# design 1

### src/rtl/cos_arb_pkg.sv
// Shared types and sizing helpers for the Cosinus arbiter slice.
// Holds the FSM state enum, default operand widths and clog2.
package cos_arb_pkg;

    typedef enum logic [1:0] {
        IDLE,
        ISSUE,
        BUSY,
        RESP
    } state_t;

    localparam int DEF_X_W = 10;
    localparam int DEF_Y_W = 8;
    localparam int DEF_R_W = 10;

    // Never returns less than 1 so every index has a real bit.
    function automatic int clog2(input int v);
        int r;
        r = 1;
        while ((1 << r) < v) r++;
        return r;
    endfunction

endpackage

### src/rtl/rr_pick.sv
// Rotating-priority search: first set bit of req starting at ptr.
// Ports: req, ptr in; winner index and valid out. Purely combinational.
module rr_pick
    import cos_arb_pkg::*;
#(
    parameter int N_REQ = 4,
    parameter int IW    = clog2(N_REQ)
) (
    input  logic [N_REQ-1:0] req,
    input  logic [IW-1:0]    ptr,
    output logic [IW-1:0]    winner,
    output logic             valid
);

    logic [IW:0] j;

    // Walk from farthest to nearest so the bit at ptr is written last
    // and therefore wins.
    always_comb begin
        winner = '0;
        valid  = 1'b0;
        j      = '0;
        for (int k = N_REQ - 1; k >= 0; k--) begin
            j = {1'b0, ptr} + (IW + 1)'(k);
            if (j >= (IW + 1)'(N_REQ)) begin
                j = j - (IW + 1)'(N_REQ);
            end
            if (req[j[IW-1:0]]) begin
                winner = j[IW-1:0];
                valid  = 1'b1;
            end
        end
    end

endmodule

### src/rtl/cos_arbiter.sv
// Round-robin arbiter sharing one Cosinus unit among N_REQ clients.
// Ports: req/req_x/req_y from clients; done/err/result back; cos_* to unit.
module cos_arbiter
    import cos_arb_pkg::*;
#(
    parameter int N_REQ   = 4,
    parameter int X_W     = DEF_X_W,
    parameter int Y_W     = DEF_Y_W,
    parameter int R_W     = DEF_R_W,
    parameter int TIMEOUT = 1023
) (
    input  logic               clk,
    input  logic               rst,
    input  logic [N_REQ-1:0]   req,
    input  logic [N_REQ*X_W-1:0] req_x,
    input  logic [N_REQ*Y_W-1:0] req_y,
    output logic [N_REQ-1:0]   done,
    output logic [N_REQ-1:0]   err,
    output logic [R_W-1:0]     result,
    output logic               busy,
    output logic               cos_start,
    output logic [X_W-1:0]     cos_x,
    output logic [Y_W-1:0]     cos_y,
    input  logic               cos_ready,
    input  logic [R_W-1:0]     cos_result
);

    localparam int IW = clog2(N_REQ);
    localparam int TW = clog2(TIMEOUT + 1);

    state_t         state, state_n;
    logic [IW-1:0]  ptr, owner, win;
    logic [TW-1:0]  timer;
    logic           errf, pv;
    logic           latch, cap, tout;
    logic [X_W-1:0] sel_x;
    logic [Y_W-1:0] sel_y;

    rr_pick #(
        .N_REQ (N_REQ),
        .IW    (IW)
    ) u_pick (
        .req    (req),
        .ptr    (ptr),
        .winner (win),
        .valid  (pv)
    );

    always_comb begin
        sel_x = '0;
        sel_y = '0;
        for (int i = 0; i < N_REQ; i++) begin
            if (win == IW'(i)) begin
                sel_x = req_x[i*X_W +: X_W];
                sel_y = req_y[i*Y_W +: Y_W];
            end
        end
    end

    always_comb begin
        state_n = state;
        latch   = 1'b0;
        cap     = 1'b0;
        tout    = 1'b0;
        unique case (state)
            IDLE: begin
                if (cos_ready && pv) begin
                    latch   = 1'b1;
                    state_n = ISSUE;
                end
            end
            ISSUE: state_n = BUSY;
            BUSY: begin
                // ready is checked first so a tie never flags an error
                if (cos_ready) begin
                    cap     = 1'b1;
                    state_n = RESP;
                end else if (timer == TW'(TIMEOUT)) begin
                    tout    = 1'b1;
                    state_n = RESP;
                end
            end
            RESP:    state_n = IDLE;
            default: state_n = IDLE;
        endcase
    end

    always_comb begin
        done      = '0;
        err       = '0;
        cos_start = (state == ISSUE);
        busy      = (state != IDLE);
        if (state == RESP) begin
            done[owner] = 1'b1;
            err[owner]  = errf;
        end
    end

    always_ff @(posedge clk) begin
        if (rst) begin
            state  <= IDLE;
            ptr    <= '0;
            owner  <= '0;
            timer  <= '0;
            errf   <= 1'b0;
            result <= '0;
            cos_x  <= '0;
            cos_y  <= '0;
        end else begin
            state <= state_n;
            if (latch) begin
                owner <= win;
                cos_x <= sel_x;
                cos_y <= sel_y;
            end
            if (state == ISSUE) begin
                timer <= '0;
            end else if (state == BUSY) begin
                timer <= timer + 1'b1;
            end
            if (cap) begin
                result <= cos_result;
            end
            if (tout) begin
                result <= '0;
                errf   <= 1'b1;
            end
            if (state == RESP) begin
                errf <= 1'b0;
                if (owner == IW'(N_REQ - 1)) begin
                    ptr <= '0;
                end else begin
                    ptr <= owner + 1'b1;
                end
            end
        end
    end

endmodule
### config.mk
export PLATFORM = sky130hd
export DESIGN_NAME = cos_arbiter
export DESIGN_NICKNAME = d
export VERILOG_FILES = /design/src/rtl/cos_arb_pkg.sv /design/src/rtl/rr_pick.sv /design/src/rtl/cos_arbiter.sv
export SDC_FILE = /design/constraint.sdc
export NUM_CORES = 1
export LEC_CHECK = 0
export CAP_MARGIN = 0
export CORE_AREA = 2 2 79 81
export CTS_CLUSTER_DIAMETER = 30
export DETAILED_ROUTE_END_ITERATION = 7
export DIE_AREA = 0 0 81 83
export GPL_TIMING_DRIVEN = 0
export PLACE_DENSITY = 0.81
export SLEW_MARGIN = 5
export SYNTH_ARGS = -nofsm -noshare
export SYNTH_HDL_FRONTEND = slang
export SYNTH_HIERARCHICAL = 1
export SYNTH_SLANG_ARGS = --single-unit
### constraint.sdc
create_clock -name clk -period 5.35 [get_ports clk]
set_input_delay 1.3375 -clock clk [delete_from_list [all_inputs] [get_ports clk]]
set_output_delay 1.3375 -clock clk [all_outputs]
set_load 0.01 [all_outputs]
Design 1, wire density map:
16 x 17 tiles, from dark blue (low) to red (high), scaled to the fullest tile. Values are wire area over tile area, all layers added.
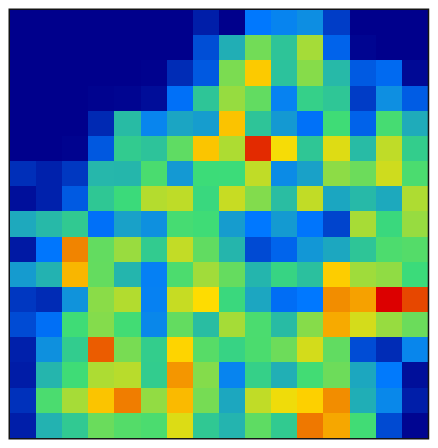
emptiest ninth of the die: north-west
tiles over half the peak: 37%
mean over tiles: 0.16
nearly empty tiles: 15%
GR Util All Layers: 20.2%
WL/cell: 15.4 µm
vias after detailed routing: 2199
total wire length: 6670 µm

Design 1, cell placement:
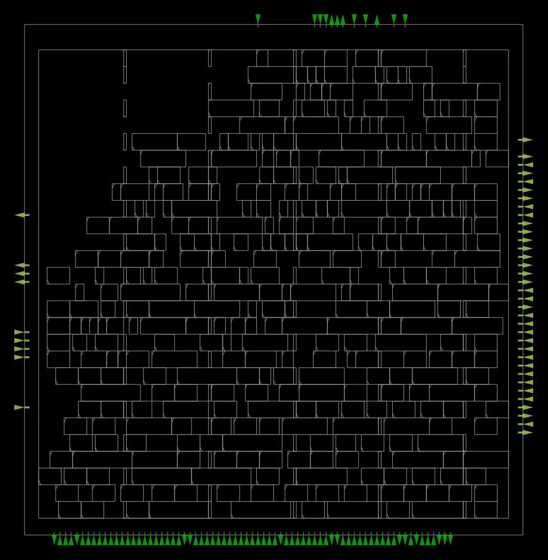
# fillers: 470
Tap Cells: 75
Flops: 45

==> flow_summary_export.csv <==
group,metric,value,unit
floorplanning,fp-row-count,28,
min_path,hold_depth,2,
sta,maxSlewHeadroom,68.2,%
floorplanning,die-area,6720,µm²
global_route,antenna_found_initial,0,
min_path,whs_endpoint,"result[7]",
setup_path,crit_cells,4,
global_route,use_met2,34.0,%
sta,period_minus_slack,3.31,ns
min_path,hp-class,"flop to flop",
synthesis,top_cell,"dfxtp_1",
layout,sh_comb_area,36.0,%
synthesis,edf_count,0,
detailed_routing,antenna_left,0,
layout,nNetsFinal,455,
outcome,status,"finished, final reports clean",
synthesis,synth-xor-area-share,2.58,%
floorplanning,pin_count,127,
detailed_routing,m1WireLength,2870,µm
pwr,intPower,0.709,mW
sta,rsz0062_at_grt,"no",
layout,lay_top_count,"clkdlybuf4s50_1",
layout,area_delta_synth_final,59.9,%
layout,buf_share,35.2,%
layout,logic_gate_count,160,
placed_design,portBuffers,125,
setup_path,cp.arrival,1.97,ns
synthesis,synthTopLogicFamily,"multiplexers",
sta,hold_viol,0,
setup_path,cpPeakStageDelay,0.55,ns
clock_network,holdBufCountCts,0,
placed_design,pre_cts_slack,1.94,ns
setup_path,cp_num_buf_inv,2,
sta,final.setup_skew,0.00574,ns
sta,holdWs,0.458,ns

# design 2

## src/rtl/processing_element_db.sv

```systemverilog
// Weight-stationary systolic PE with double-buffered weight, valid-qualified data flow,
// optional product pipeline stage and saturating/wrapping accumulation with sticky overflow flag.
module processing_element_db #(
  parameter int DATA_WIDTH = 8,
  parameter int ACC_WIDTH  = 32,
  parameter int MULT_PIPE  = 1,
  parameter int SATURATE   = 1
) (
  input  logic                         CLK,
  input  logic                         ASYNC_RST,
  input  logic                         SYNC_RST,
  input  logic                         EN,
  input  logic                         W_LOAD,
  input  logic                         W_SWAP,
  input  logic signed [DATA_WIDTH-1:0] WeightIn,
  input  logic                         ValidIn,
  input  logic signed [DATA_WIDTH-1:0] DataIn,
  input  logic signed [ACC_WIDTH-1:0]  PsumIn,
  input  logic                         CLR_FLAG,
  output logic signed [DATA_WIDTH-1:0] ToRight,
  output logic                         ValidRight,
  output logic signed [ACC_WIDTH-1:0]  PsumOut,
  output logic                         PsumValid,
  output logic                         SatFlag
);

  localparam int PW = 2 * DATA_WIDTH;
  localparam logic [ACC_WIDTH-1:0] ACC_MAX = {1'b0, {(ACC_WIDTH-1){1'b1}}};
  localparam logic [ACC_WIDTH-1:0] ACC_MIN = {1'b1, {(ACC_WIDTH-1){1'b0}}};

  logic signed [DATA_WIDTH-1:0] r_shadow_w;
  logic signed [DATA_WIDTH-1:0] r_active_w;
  logic signed [DATA_WIDTH-1:0] r_to_right;
  logic                         r_valid_right;
  logic signed [ACC_WIDTH-1:0]  r_psum_out;
  logic                         r_psum_valid;
  logic                         r_sat_flag;

  logic signed [PW-1:0]         w_prod;
  logic signed [PW-1:0]         w_s_prod;
  logic signed [ACC_WIDTH-1:0]  w_s_psum;
  logic                         w_s_valid;
  logic signed [ACC_WIDTH:0]    w_sum;
  logic                         w_ovf;
  logic signed [ACC_WIDTH-1:0]  w_result;

  // Operands widened first so -min * -min stays exact.
  assign w_prod = PW'(DataIn) * PW'(r_active_w);

  generate
    if (MULT_PIPE != 0) begin : g_pipe
      logic signed [PW-1:0]        r_pipe_prod;
      logic signed [ACC_WIDTH-1:0] r_pipe_psum;
      logic                        r_pipe_valid;

      always_ff @(posedge CLK or negedge ASYNC_RST) begin
        if (!ASYNC_RST) begin
          r_pipe_prod  <= '0;
          r_pipe_psum  <= '0;
          r_pipe_valid <= 1'b0;
        end else if (SYNC_RST) begin
          r_pipe_prod  <= '0;
          r_pipe_psum  <= '0;
          r_pipe_valid <= 1'b0;
        end else if (EN) begin
          r_pipe_prod  <= w_prod;
          r_pipe_psum  <= PsumIn;
          r_pipe_valid <= ValidIn;
        end
      end

      assign w_s_prod  = r_pipe_prod;
      assign w_s_psum  = r_pipe_psum;
      assign w_s_valid = r_pipe_valid;
    end else begin : g_nopipe
      assign w_s_prod  = w_prod;
      assign w_s_psum  = PsumIn;
      assign w_s_valid = ValidIn;
    end
  endgenerate

  assign w_sum = (ACC_WIDTH+1)'(w_s_prod) + (ACC_WIDTH+1)'(w_s_psum);
  assign w_ovf = w_sum[ACC_WIDTH] ^ w_sum[ACC_WIDTH-1];

  always_comb begin
    w_result = w_sum[ACC_WIDTH-1:0];
    if ((SATURATE != 0) && w_ovf) begin
      w_result = w_sum[ACC_WIDTH] ? ACC_MIN : ACC_MAX;
    end
  end

  always_ff @(posedge CLK or negedge ASYNC_RST) begin
    if (!ASYNC_RST) begin
      r_shadow_w    <= '0;
      r_active_w    <= '0;
      r_to_right    <= '0;
      r_valid_right <= 1'b0;
      r_psum_out    <= '0;
      r_psum_valid  <= 1'b0;
      r_sat_flag    <= 1'b0;
    end else if (SYNC_RST) begin
      r_shadow_w    <= '0;
      r_active_w    <= '0;
      r_to_right    <= '0;
      r_valid_right <= 1'b0;
      r_psum_out    <= '0;
      r_psum_valid  <= 1'b0;
      r_sat_flag    <= 1'b0;
    end else begin
      if (EN) begin
        r_to_right    <= DataIn;
        r_valid_right <= ValidIn;
        if (W_LOAD) r_shadow_w <= WeightIn;
        if (W_SWAP) r_active_w <= r_shadow_w;
        if (w_s_valid) r_psum_out <= w_result;
        r_psum_valid <= w_s_valid;
      end
      // Flag clear stays live while disabled; a fresh overflow beats a clear.
      if (EN && w_s_valid && w_ovf) r_sat_flag <= 1'b1;
      else if (CLR_FLAG)             r_sat_flag <= 1'b0;
    end
  end

  assign ToRight    = r_to_right;
  assign ValidRight = r_valid_right;
  assign PsumOut    = r_psum_out;
  assign PsumValid  = r_psum_valid;
  assign SatFlag    = r_sat_flag;

endmodule

```

## config.mk

```make
export PLATFORM = sky130hd
export DESIGN_NAME = processing_element_db
export DESIGN_NICKNAME = d
export VERILOG_FILES = /design/src/rtl/processing_element_db.sv
export SDC_FILE = /design/constraint.sdc
export NUM_CORES = 1
export LEC_CHECK = 0
export CELL_PAD_IN_SITES_DETAIL_PLACEMENT = 0
export CELL_PAD_IN_SITES_GLOBAL_PLACEMENT = 1
export CORE_AREA = 2 2 135 170
export CTS_CLUSTER_DIAMETER = 150
export DETAILED_ROUTE_END_ITERATION = 16
export DIE_AREA = 0 0 137 172
export MAX_ROUTING_LAYER = met4
export PLACE_DENSITY = 0.83
export SYNTH_ARGS = -nofsm -noshare
export SYNTH_HDL_FRONTEND = slang
export SYNTH_SLANG_ARGS = --single-unit
```

## constraint.sdc

```tcl
create_clock -name CLK -period 4.2 [get_ports CLK]
set_input_delay 0.42 -clock CLK [delete_from_list [all_inputs] [get_ports CLK]]
set_output_delay 0.42 -clock CLK [all_outputs]
set_load 0.02 [all_outputs]
```

Design 2, sequential cells coloured by netlist name:
The bar under the picture is 50 µm long. Other sequential cells in the stronger grey, the rest of the logic in the fainter grey.
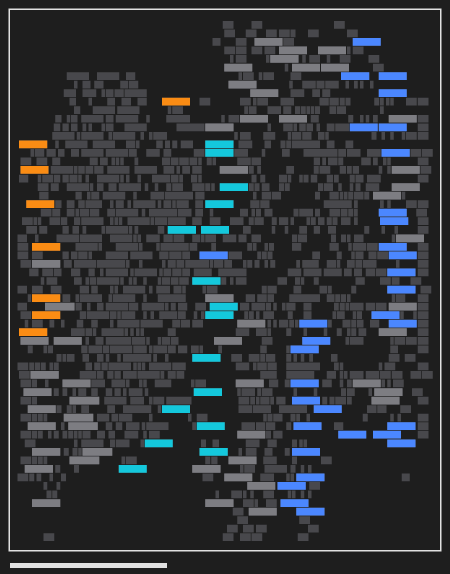
legend:
  orange:
    netlist_name: ToRight
    placed_flops: 8
  cyan:
    netlist_name: g_pipe.r_pipe_prod
    placed_flops: 16
  blue:
    netlist_name: PsumOut
    placed_flops: 32
    where: a vertical strip on the right
Reg area: 2690 µm²
sequential cell area share: 24.7%
sequential power: 1.10 mW

Design 2, cell placement:
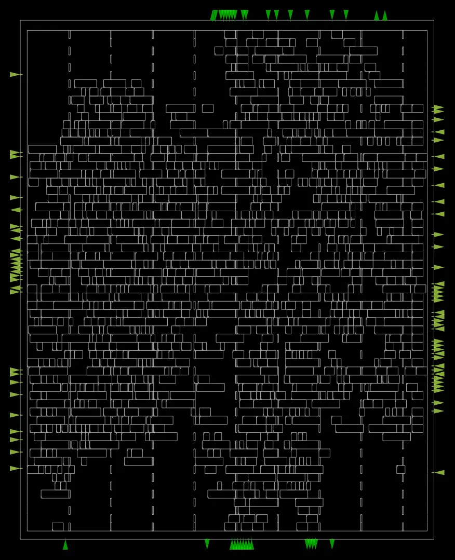
core box area: 22000 µm²
fin cells: 1370
# fillers: 2112
final core occ: 49.4%

==> flow_summary_export.csv <==
group,metric,value,unit
clock_network,cts_resized,22,
sta,final.setup_skew,0.0105,ns
layout,num-clock-buffers,10,
synthesis,synthTopCellsByArea,"dfrtp_1 31%, fa_1 13%, ha_1 8.8%",
placed_design,finalWeightedCongestion,0.905,
flow_run,cap_violations,0,
setup_path,reg2reg_setup_slack,-0.12,ns
detailed_routing,wl_met3,624,µm
outcome,violations,"setup timing",
placed_design,placedCellCount,1342,
synthesis,yosys.area.top_type,"dfrtp_1",
clock_network,clk_latency,0.36,ns
synthesis,yosys-stat-area,8660,µm²
setup_path,crit_end,"g_pipe.r_pipe_prod[14]",
placed_design,portBuffers,98,
sta,setup_viol,3,
outcome,status,"finished with violations",
pwr,intPower,1.81,mW
setup_path,cp_num_buf_inv,5,
sta,fin_ws,-0.122,ns
global_route,grt_start_max_net_pins,78,

# design 3

Design 3, sequential cells coloured by netlist name:
The bar under the picture is 50 µm long. Other sequential cells in the stronger grey, the rest of the logic in the fainter grey.
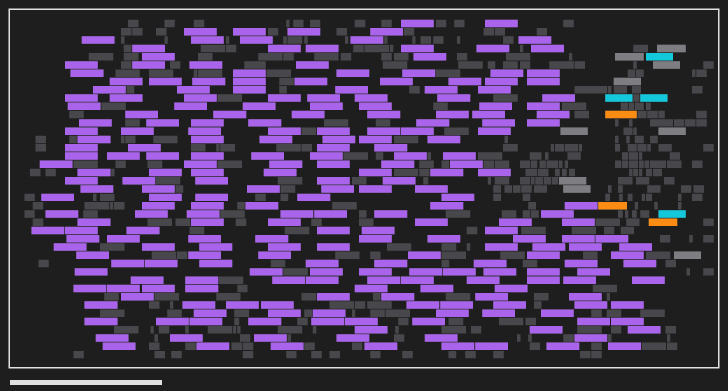
Design 3, clock wires, drivers and flops:
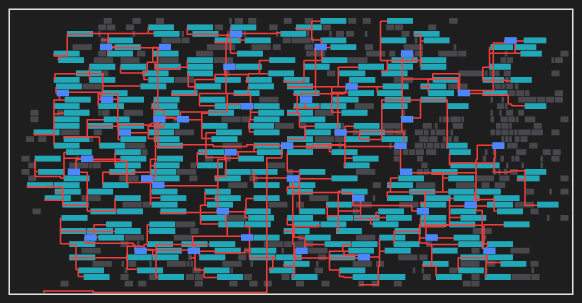
Design 3, drive-strength map:
The bar under the picture is 50 µm long.
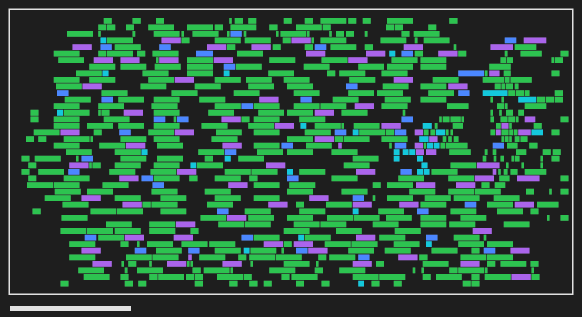
$ cat config.mk
export PLATFORM = sky130hd
export DESIGN_NAME = fifo_v3_flat
export DESIGN_NICKNAME = d
export VERILOG_FILES = /design/src/rtl/fifo_v3_if.sv /design/src/rtl/fifo_v3.sv /design/src/flat_wrapper.sv
export SDC_FILE = /design/constraint.sdc
export NUM_CORES = 1
export LEC_CHECK = 0
export CELL_PAD_IN_SITES_DETAIL_PLACEMENT = 0
export CELL_PAD_IN_SITES_GLOBAL_PLACEMENT = 1
export CORE_ASPECT_RATIO = 0.5
export CORE_UTILIZATION = 40
export CTS_BUF_LIST = sky130_fd_sc_hd__clkbuf_2 sky130_fd_sc_hd__clkbuf_4 sky130_fd_sc_hd__clkbuf_8
export DETAILED_ROUTE_END_ITERATION = 8
export PLACE_DENSITY_LB_ADDON = 0.1
export SKIP_CTS_REPAIR_TIMING = 1
export SYNTH_ARGS = -nofsm -noshare
export SYNTH_HDL_FRONTEND = slang
export SYNTH_SLANG_ARGS = --single-unit
$ cat constraint.sdc
create_clock -name clk_i -period 5.85 [get_ports clk_i]
set_input_delay 1.17 -clock clk_i [delete_from_list [all_inputs] [get_ports clk_i]]
set_output_delay 1.17 -clock clk_i [all_outputs]
set_load 0.01 [all_outputs]
$ cat src/rtl/fifo_v3_if.sv
// rtl/fifo_v3_if.sv - handshake bundle between a fifo_v3 and its user
interface fifo_v3_if #(
  parameter int WIDTH = 32,
  parameter int DEPTH = 8
);
  localparam int UW = $clog2(DEPTH + 1);

  logic             flush_i;
  logic             push_i;
  logic [WIDTH-1:0] data_i;
  logic             pop_i;
  logic [WIDTH-1:0] data_o;
  logic             full_o;
  logic             empty_o;
  logic             alm_full_o;
  logic             alm_empty_o;
  logic [UW-1:0]    usage_o;
  logic             overflow_o;
  logic             underflow_o;

  modport master (
    output flush_i, push_i, data_i, pop_i,
    input  data_o, full_o, empty_o, alm_full_o, alm_empty_o, usage_o,
           overflow_o, underflow_o
  );

  modport slave (
    input  flush_i, push_i, data_i, pop_i,
    output data_o, full_o, empty_o, alm_full_o, alm_empty_o, usage_o,
           overflow_o, underflow_o
  );
endinterface

$ cat src/rtl/fifo_v3.sv
// rtl/fifo_v3.sv - portable single-clock FIFO, any depth, show-ahead or registered read
module fifo_v3 #(
  parameter int WIDTH        = 32,
  parameter int DEPTH        = 8,
  parameter int ALM_FULL_TH  = DEPTH - 1,
  parameter int ALM_EMPTY_TH = 1,
  parameter int FWFT         = 1
) (
  input  logic      clk_i,
  input  logic      rst_i,
  fifo_v3_if.slave  bus
);
  localparam int PW = (DEPTH > 1) ? $clog2(DEPTH) : 1;
  localparam int UW = $clog2(DEPTH + 1);

  if (DEPTH < 2) begin : g_chk_depth
    $error("fifo_v3: DEPTH must be at least 2");
  end
  if (ALM_FULL_TH < 1 || ALM_FULL_TH > DEPTH) begin : g_chk_afull
    $error("fifo_v3: ALM_FULL_TH out of range");
  end
  if (ALM_EMPTY_TH < 0 || ALM_EMPTY_TH > DEPTH - 1) begin : g_chk_aempty
    $error("fifo_v3: ALM_EMPTY_TH out of range");
  end
  if (FWFT != 0 && FWFT != 1) begin : g_chk_fwft
    $error("fifo_v3: FWFT must be 0 or 1");
  end

  logic [WIDTH-1:0] r_mem [DEPTH];
  logic [PW-1:0]    r_wptr;
  logic [PW-1:0]    r_rptr;
  logic [UW-1:0]    r_usage;
  logic             r_full;
  logic             r_empty;
  logic             r_alm_full;
  logic             r_alm_empty;
  logic             r_overflow;
  logic             r_underflow;

  logic             w_pop_ok;
  logic             w_push_ok;
  logic [PW-1:0]    w_wptr_inc;
  logic [PW-1:0]    w_rptr_inc;
  logic [UW-1:0]    w_usage_nxt;

  assign w_pop_ok   = bus.pop_i & ~bus.flush_i & ~r_empty;
  assign w_push_ok  = bus.push_i & ~bus.flush_i & (~r_full | w_pop_ok);
  assign w_wptr_inc = (r_wptr == PW'(DEPTH - 1)) ? '0 : r_wptr + 1'b1;
  assign w_rptr_inc = (r_rptr == PW'(DEPTH - 1)) ? '0 : r_rptr + 1'b1;

  always_comb begin
    w_usage_nxt = r_usage;
    if (bus.flush_i) begin
      w_usage_nxt = '0;
    end else if (w_push_ok && !w_pop_ok) begin
      w_usage_nxt = r_usage + UW'(1);
    end else if (w_pop_ok && !w_push_ok) begin
      w_usage_nxt = r_usage - UW'(1);
    end
  end

  // Storage is deliberately left out of reset so it maps onto plain RAM.
  always_ff @(posedge clk_i) begin
    if (w_push_ok) begin
      r_mem[r_wptr] <= bus.data_i;
    end
  end

  always_ff @(posedge clk_i or posedge rst_i) begin
    if (rst_i) begin
      r_wptr      <= '0;
      r_rptr      <= '0;
      r_usage     <= '0;
      r_full      <= 1'b0;
      r_empty     <= 1'b1;
      r_alm_full  <= 1'b0;
      r_alm_empty <= 1'b1;
      r_overflow  <= 1'b0;
      r_underflow <= 1'b0;
    end else begin
      if (bus.flush_i) begin
        r_wptr <= '0;
        r_rptr <= '0;
      end else begin
        if (w_push_ok) r_wptr <= w_wptr_inc;
        if (w_pop_ok)  r_rptr <= w_rptr_inc;
      end
      r_usage     <= w_usage_nxt;
      r_full      <= (w_usage_nxt == UW'(DEPTH));
      r_empty     <= (w_usage_nxt == '0);
      r_alm_full  <= (w_usage_nxt >= UW'(ALM_FULL_TH));
      r_alm_empty <= (w_usage_nxt <= UW'(ALM_EMPTY_TH));
      r_overflow  <= bus.push_i & r_full & ~w_pop_ok & ~bus.flush_i;
      r_underflow <= bus.pop_i & r_empty & ~bus.flush_i;
    end
  end

  if (FWFT == 1) begin : g_fwft
    // Gated by empty so the output reads zero out of reset despite uncleared storage.
    assign bus.data_o = r_empty ? '0 : r_mem[r_rptr];
  end else begin : g_regread
    logic [WIDTH-1:0] r_data;
    always_ff @(posedge clk_i or posedge rst_i) begin
      if (rst_i) begin
        r_data <= '0;
      end else if (w_pop_ok) begin
        r_data <= r_mem[r_rptr];
      end
    end
    assign bus.data_o = r_data;
  end

  assign bus.full_o      = r_full;
  assign bus.empty_o     = r_empty;
  assign bus.alm_full_o  = r_alm_full;
  assign bus.alm_empty_o = r_alm_empty;
  assign bus.usage_o     = r_usage;
  assign bus.overflow_o  = r_overflow;
  assign bus.underflow_o = r_underflow;
endmodule

$ cat src/flat_wrapper.sv
// flat-port wrapper written by rule: the top's interface ports become plain ports
module fifo_v3_flat 
#(
  parameter int WIDTH        = 32,
  parameter int DEPTH        = 8,
  parameter int ALM_FULL_TH  = DEPTH - 1,
  parameter int ALM_EMPTY_TH = 1,
  parameter int FWFT         = 1
)
  (clk_i, rst_i, bus_flush_i, bus_push_i, bus_data_i, bus_pop_i, bus_data_o, bus_full_o, bus_empty_o, bus_alm_full_o, bus_alm_empty_o, bus_usage_o, bus_overflow_o, bus_underflow_o);
  fifo_v3_if #(.WIDTH(WIDTH), .DEPTH(DEPTH)) bus_i ();
  input  logic clk_i;
  input  logic rst_i;
  input wire logic [$bits(bus_i.flush_i)-1:0] bus_flush_i;
  input wire logic [$bits(bus_i.push_i)-1:0] bus_push_i;
  input wire logic [$bits(bus_i.data_i)-1:0] bus_data_i;
  input wire logic [$bits(bus_i.pop_i)-1:0] bus_pop_i;
  output wire logic [$bits(bus_i.data_o)-1:0] bus_data_o;
  output wire logic [$bits(bus_i.full_o)-1:0] bus_full_o;
  output wire logic [$bits(bus_i.empty_o)-1:0] bus_empty_o;
  output wire logic [$bits(bus_i.alm_full_o)-1:0] bus_alm_full_o;
  output wire logic [$bits(bus_i.alm_empty_o)-1:0] bus_alm_empty_o;
  output wire logic [$bits(bus_i.usage_o)-1:0] bus_usage_o;
  output wire logic [$bits(bus_i.overflow_o)-1:0] bus_overflow_o;
  output wire logic [$bits(bus_i.underflow_o)-1:0] bus_underflow_o;
  assign bus_i.flush_i = bus_flush_i;
  assign bus_i.push_i = bus_push_i;
  assign bus_i.data_i = bus_data_i;
  assign bus_i.pop_i = bus_pop_i;
  assign bus_data_o = bus_i.data_o;
  assign bus_full_o = bus_i.full_o;
  assign bus_empty_o = bus_i.empty_o;
  assign bus_alm_full_o = bus_i.alm_full_o;
  assign bus_alm_empty_o = bus_i.alm_empty_o;
  assign bus_usage_o = bus_i.usage_o;
  assign bus_overflow_o = bus_i.overflow_o;
  assign bus_underflow_o = bus_i.underflow_o;
  fifo_v3 #(.WIDTH(WIDTH), .DEPTH(DEPTH), .ALM_FULL_TH(ALM_FULL_TH), .ALM_EMPTY_TH(ALM_EMPTY_TH), .FWFT(FWFT)) u_core (.clk_i(clk_i), .rst_i(rst_i), .bus(bus_i));
endmodule
==> flow_summary_export.csv <==
group,metric,value,unit
pwr,comb_cell_power,0.498,mW
placed_design,hpwl,12400,µm
setup_path,r2r-end,"u_core.r_mem[3][11]",
synthesis,yosysWarnings,0,
sta,worst_pin_slew,1.14,ns
synthesis,synth_flops,272,
floorplanning,nWellTaps,344,
layout,drive_above_1_share,24.3,%
layout,nNetsFinal,662,
layout,clock_area_share,5.80,%
global_route,grt_pass1_wl,33100,µm
layout,flops,272,
global_route,grt_start_max_net_pins,39,
setup_path,startpoint_type,"flop",
layout,seqCellArea,8100,µm²
synthesis,synth_area,10600,µm²
setup_path,cp_num_buf_inv,2,
sta,period_minus_slack,4.34,ns
setup_path,reg2reg_setup_slack,2.47,ns
synthesis,synthTopCellsByArea,"edfxtp_1 72%, mux4_2 14%, dfrtp_1 3.3%",
synthesis,aoi_share,1.46,%
setup_path,r2r_cells,5,
pwr,swShare,23.4,%
layout,lay_top_count,"edfxtp_1",
global_route,track_usage,16.4,%
sta,setup_viol,0,
global_route,busiest_layer,"met2",
clock_network,clkTransAtPathRegs,0.06,ns
layout,stdcell_area,12700,µm²
detailed_routing,first_iter_violations,255,
synthesis,yosysUniqueCellTypes,39,
setup_path,path_cells,"buf_12 -> mux4_2 -> mux2i_1 -> nor2_1 -> clkdlybuf4s50_1",
layout,largest_register,"u_core.r_mem",
floorplanning,fp-row-count,41,
outcome,status,"finished, final reports clean",
detailed_routing,wl_met2,9680,µm
detailed_routing,top_layer,"met4",
global_route,use_met3,3.82,%
layout,num-clock-buffers,53,
sta,rsz0062_at_grt,"no",
placed_design,place_area,11900,µm²
sta,hold_viol,0,
placed_design,placedCellCount,921,
min_path,hp-class,"flop to flop",
flow_run,cap_violations,0,
Notes on 'sequential cells coloured by netlist name' of design 3 above:
legend:
  cyan:
    netlist_name: u_core.bus.usage_o
    placed_flops: 4
    where: north-east
  purple:
    netlist_name: u_core.r_mem
    placed_flops: 256
    where: widely spread
  orange:
    netlist_name: u_core.r_rptr
    placed_flops: 3
not coloured: 9
sequential power: 2.27 mW
sequential cell area share: 64.0%
final core occ: 49.3%

Notes on 'clock wires, drivers and flops' of design 3 above:
legend:
  red:
    item: clock wires
    length: 3470 µm
  cyan:
    item: flip-flops
    count: 272
  blue:
    item: clock drivers
    count: 40
routed clock nets: 41
Final Skew: 0.0230 ns
Clk pwr share: 34.4%
Clock group: 1.45 mW
Worst-Skew Late Latency: 0.53 ns

Notes on 'drive-strength map' of design 3 above:
legend:
  green:
    size: _0 and _1 cells
    cells: 487
    share: 76%
  purple:
    size: _2 cells
    cells: 81
    share: 13%
  cyan:
    size: _3 and _4 cells
    cells: 32
    share: 5.0%
  blue:
    size: _6 and larger
    cells: 43
    share: 6.7%
non-clock buffer count: 93
setup ws final: 1.51 ns
Layout area overhead: 18.9%


Power is estimated from default activity; no workload was simulated.
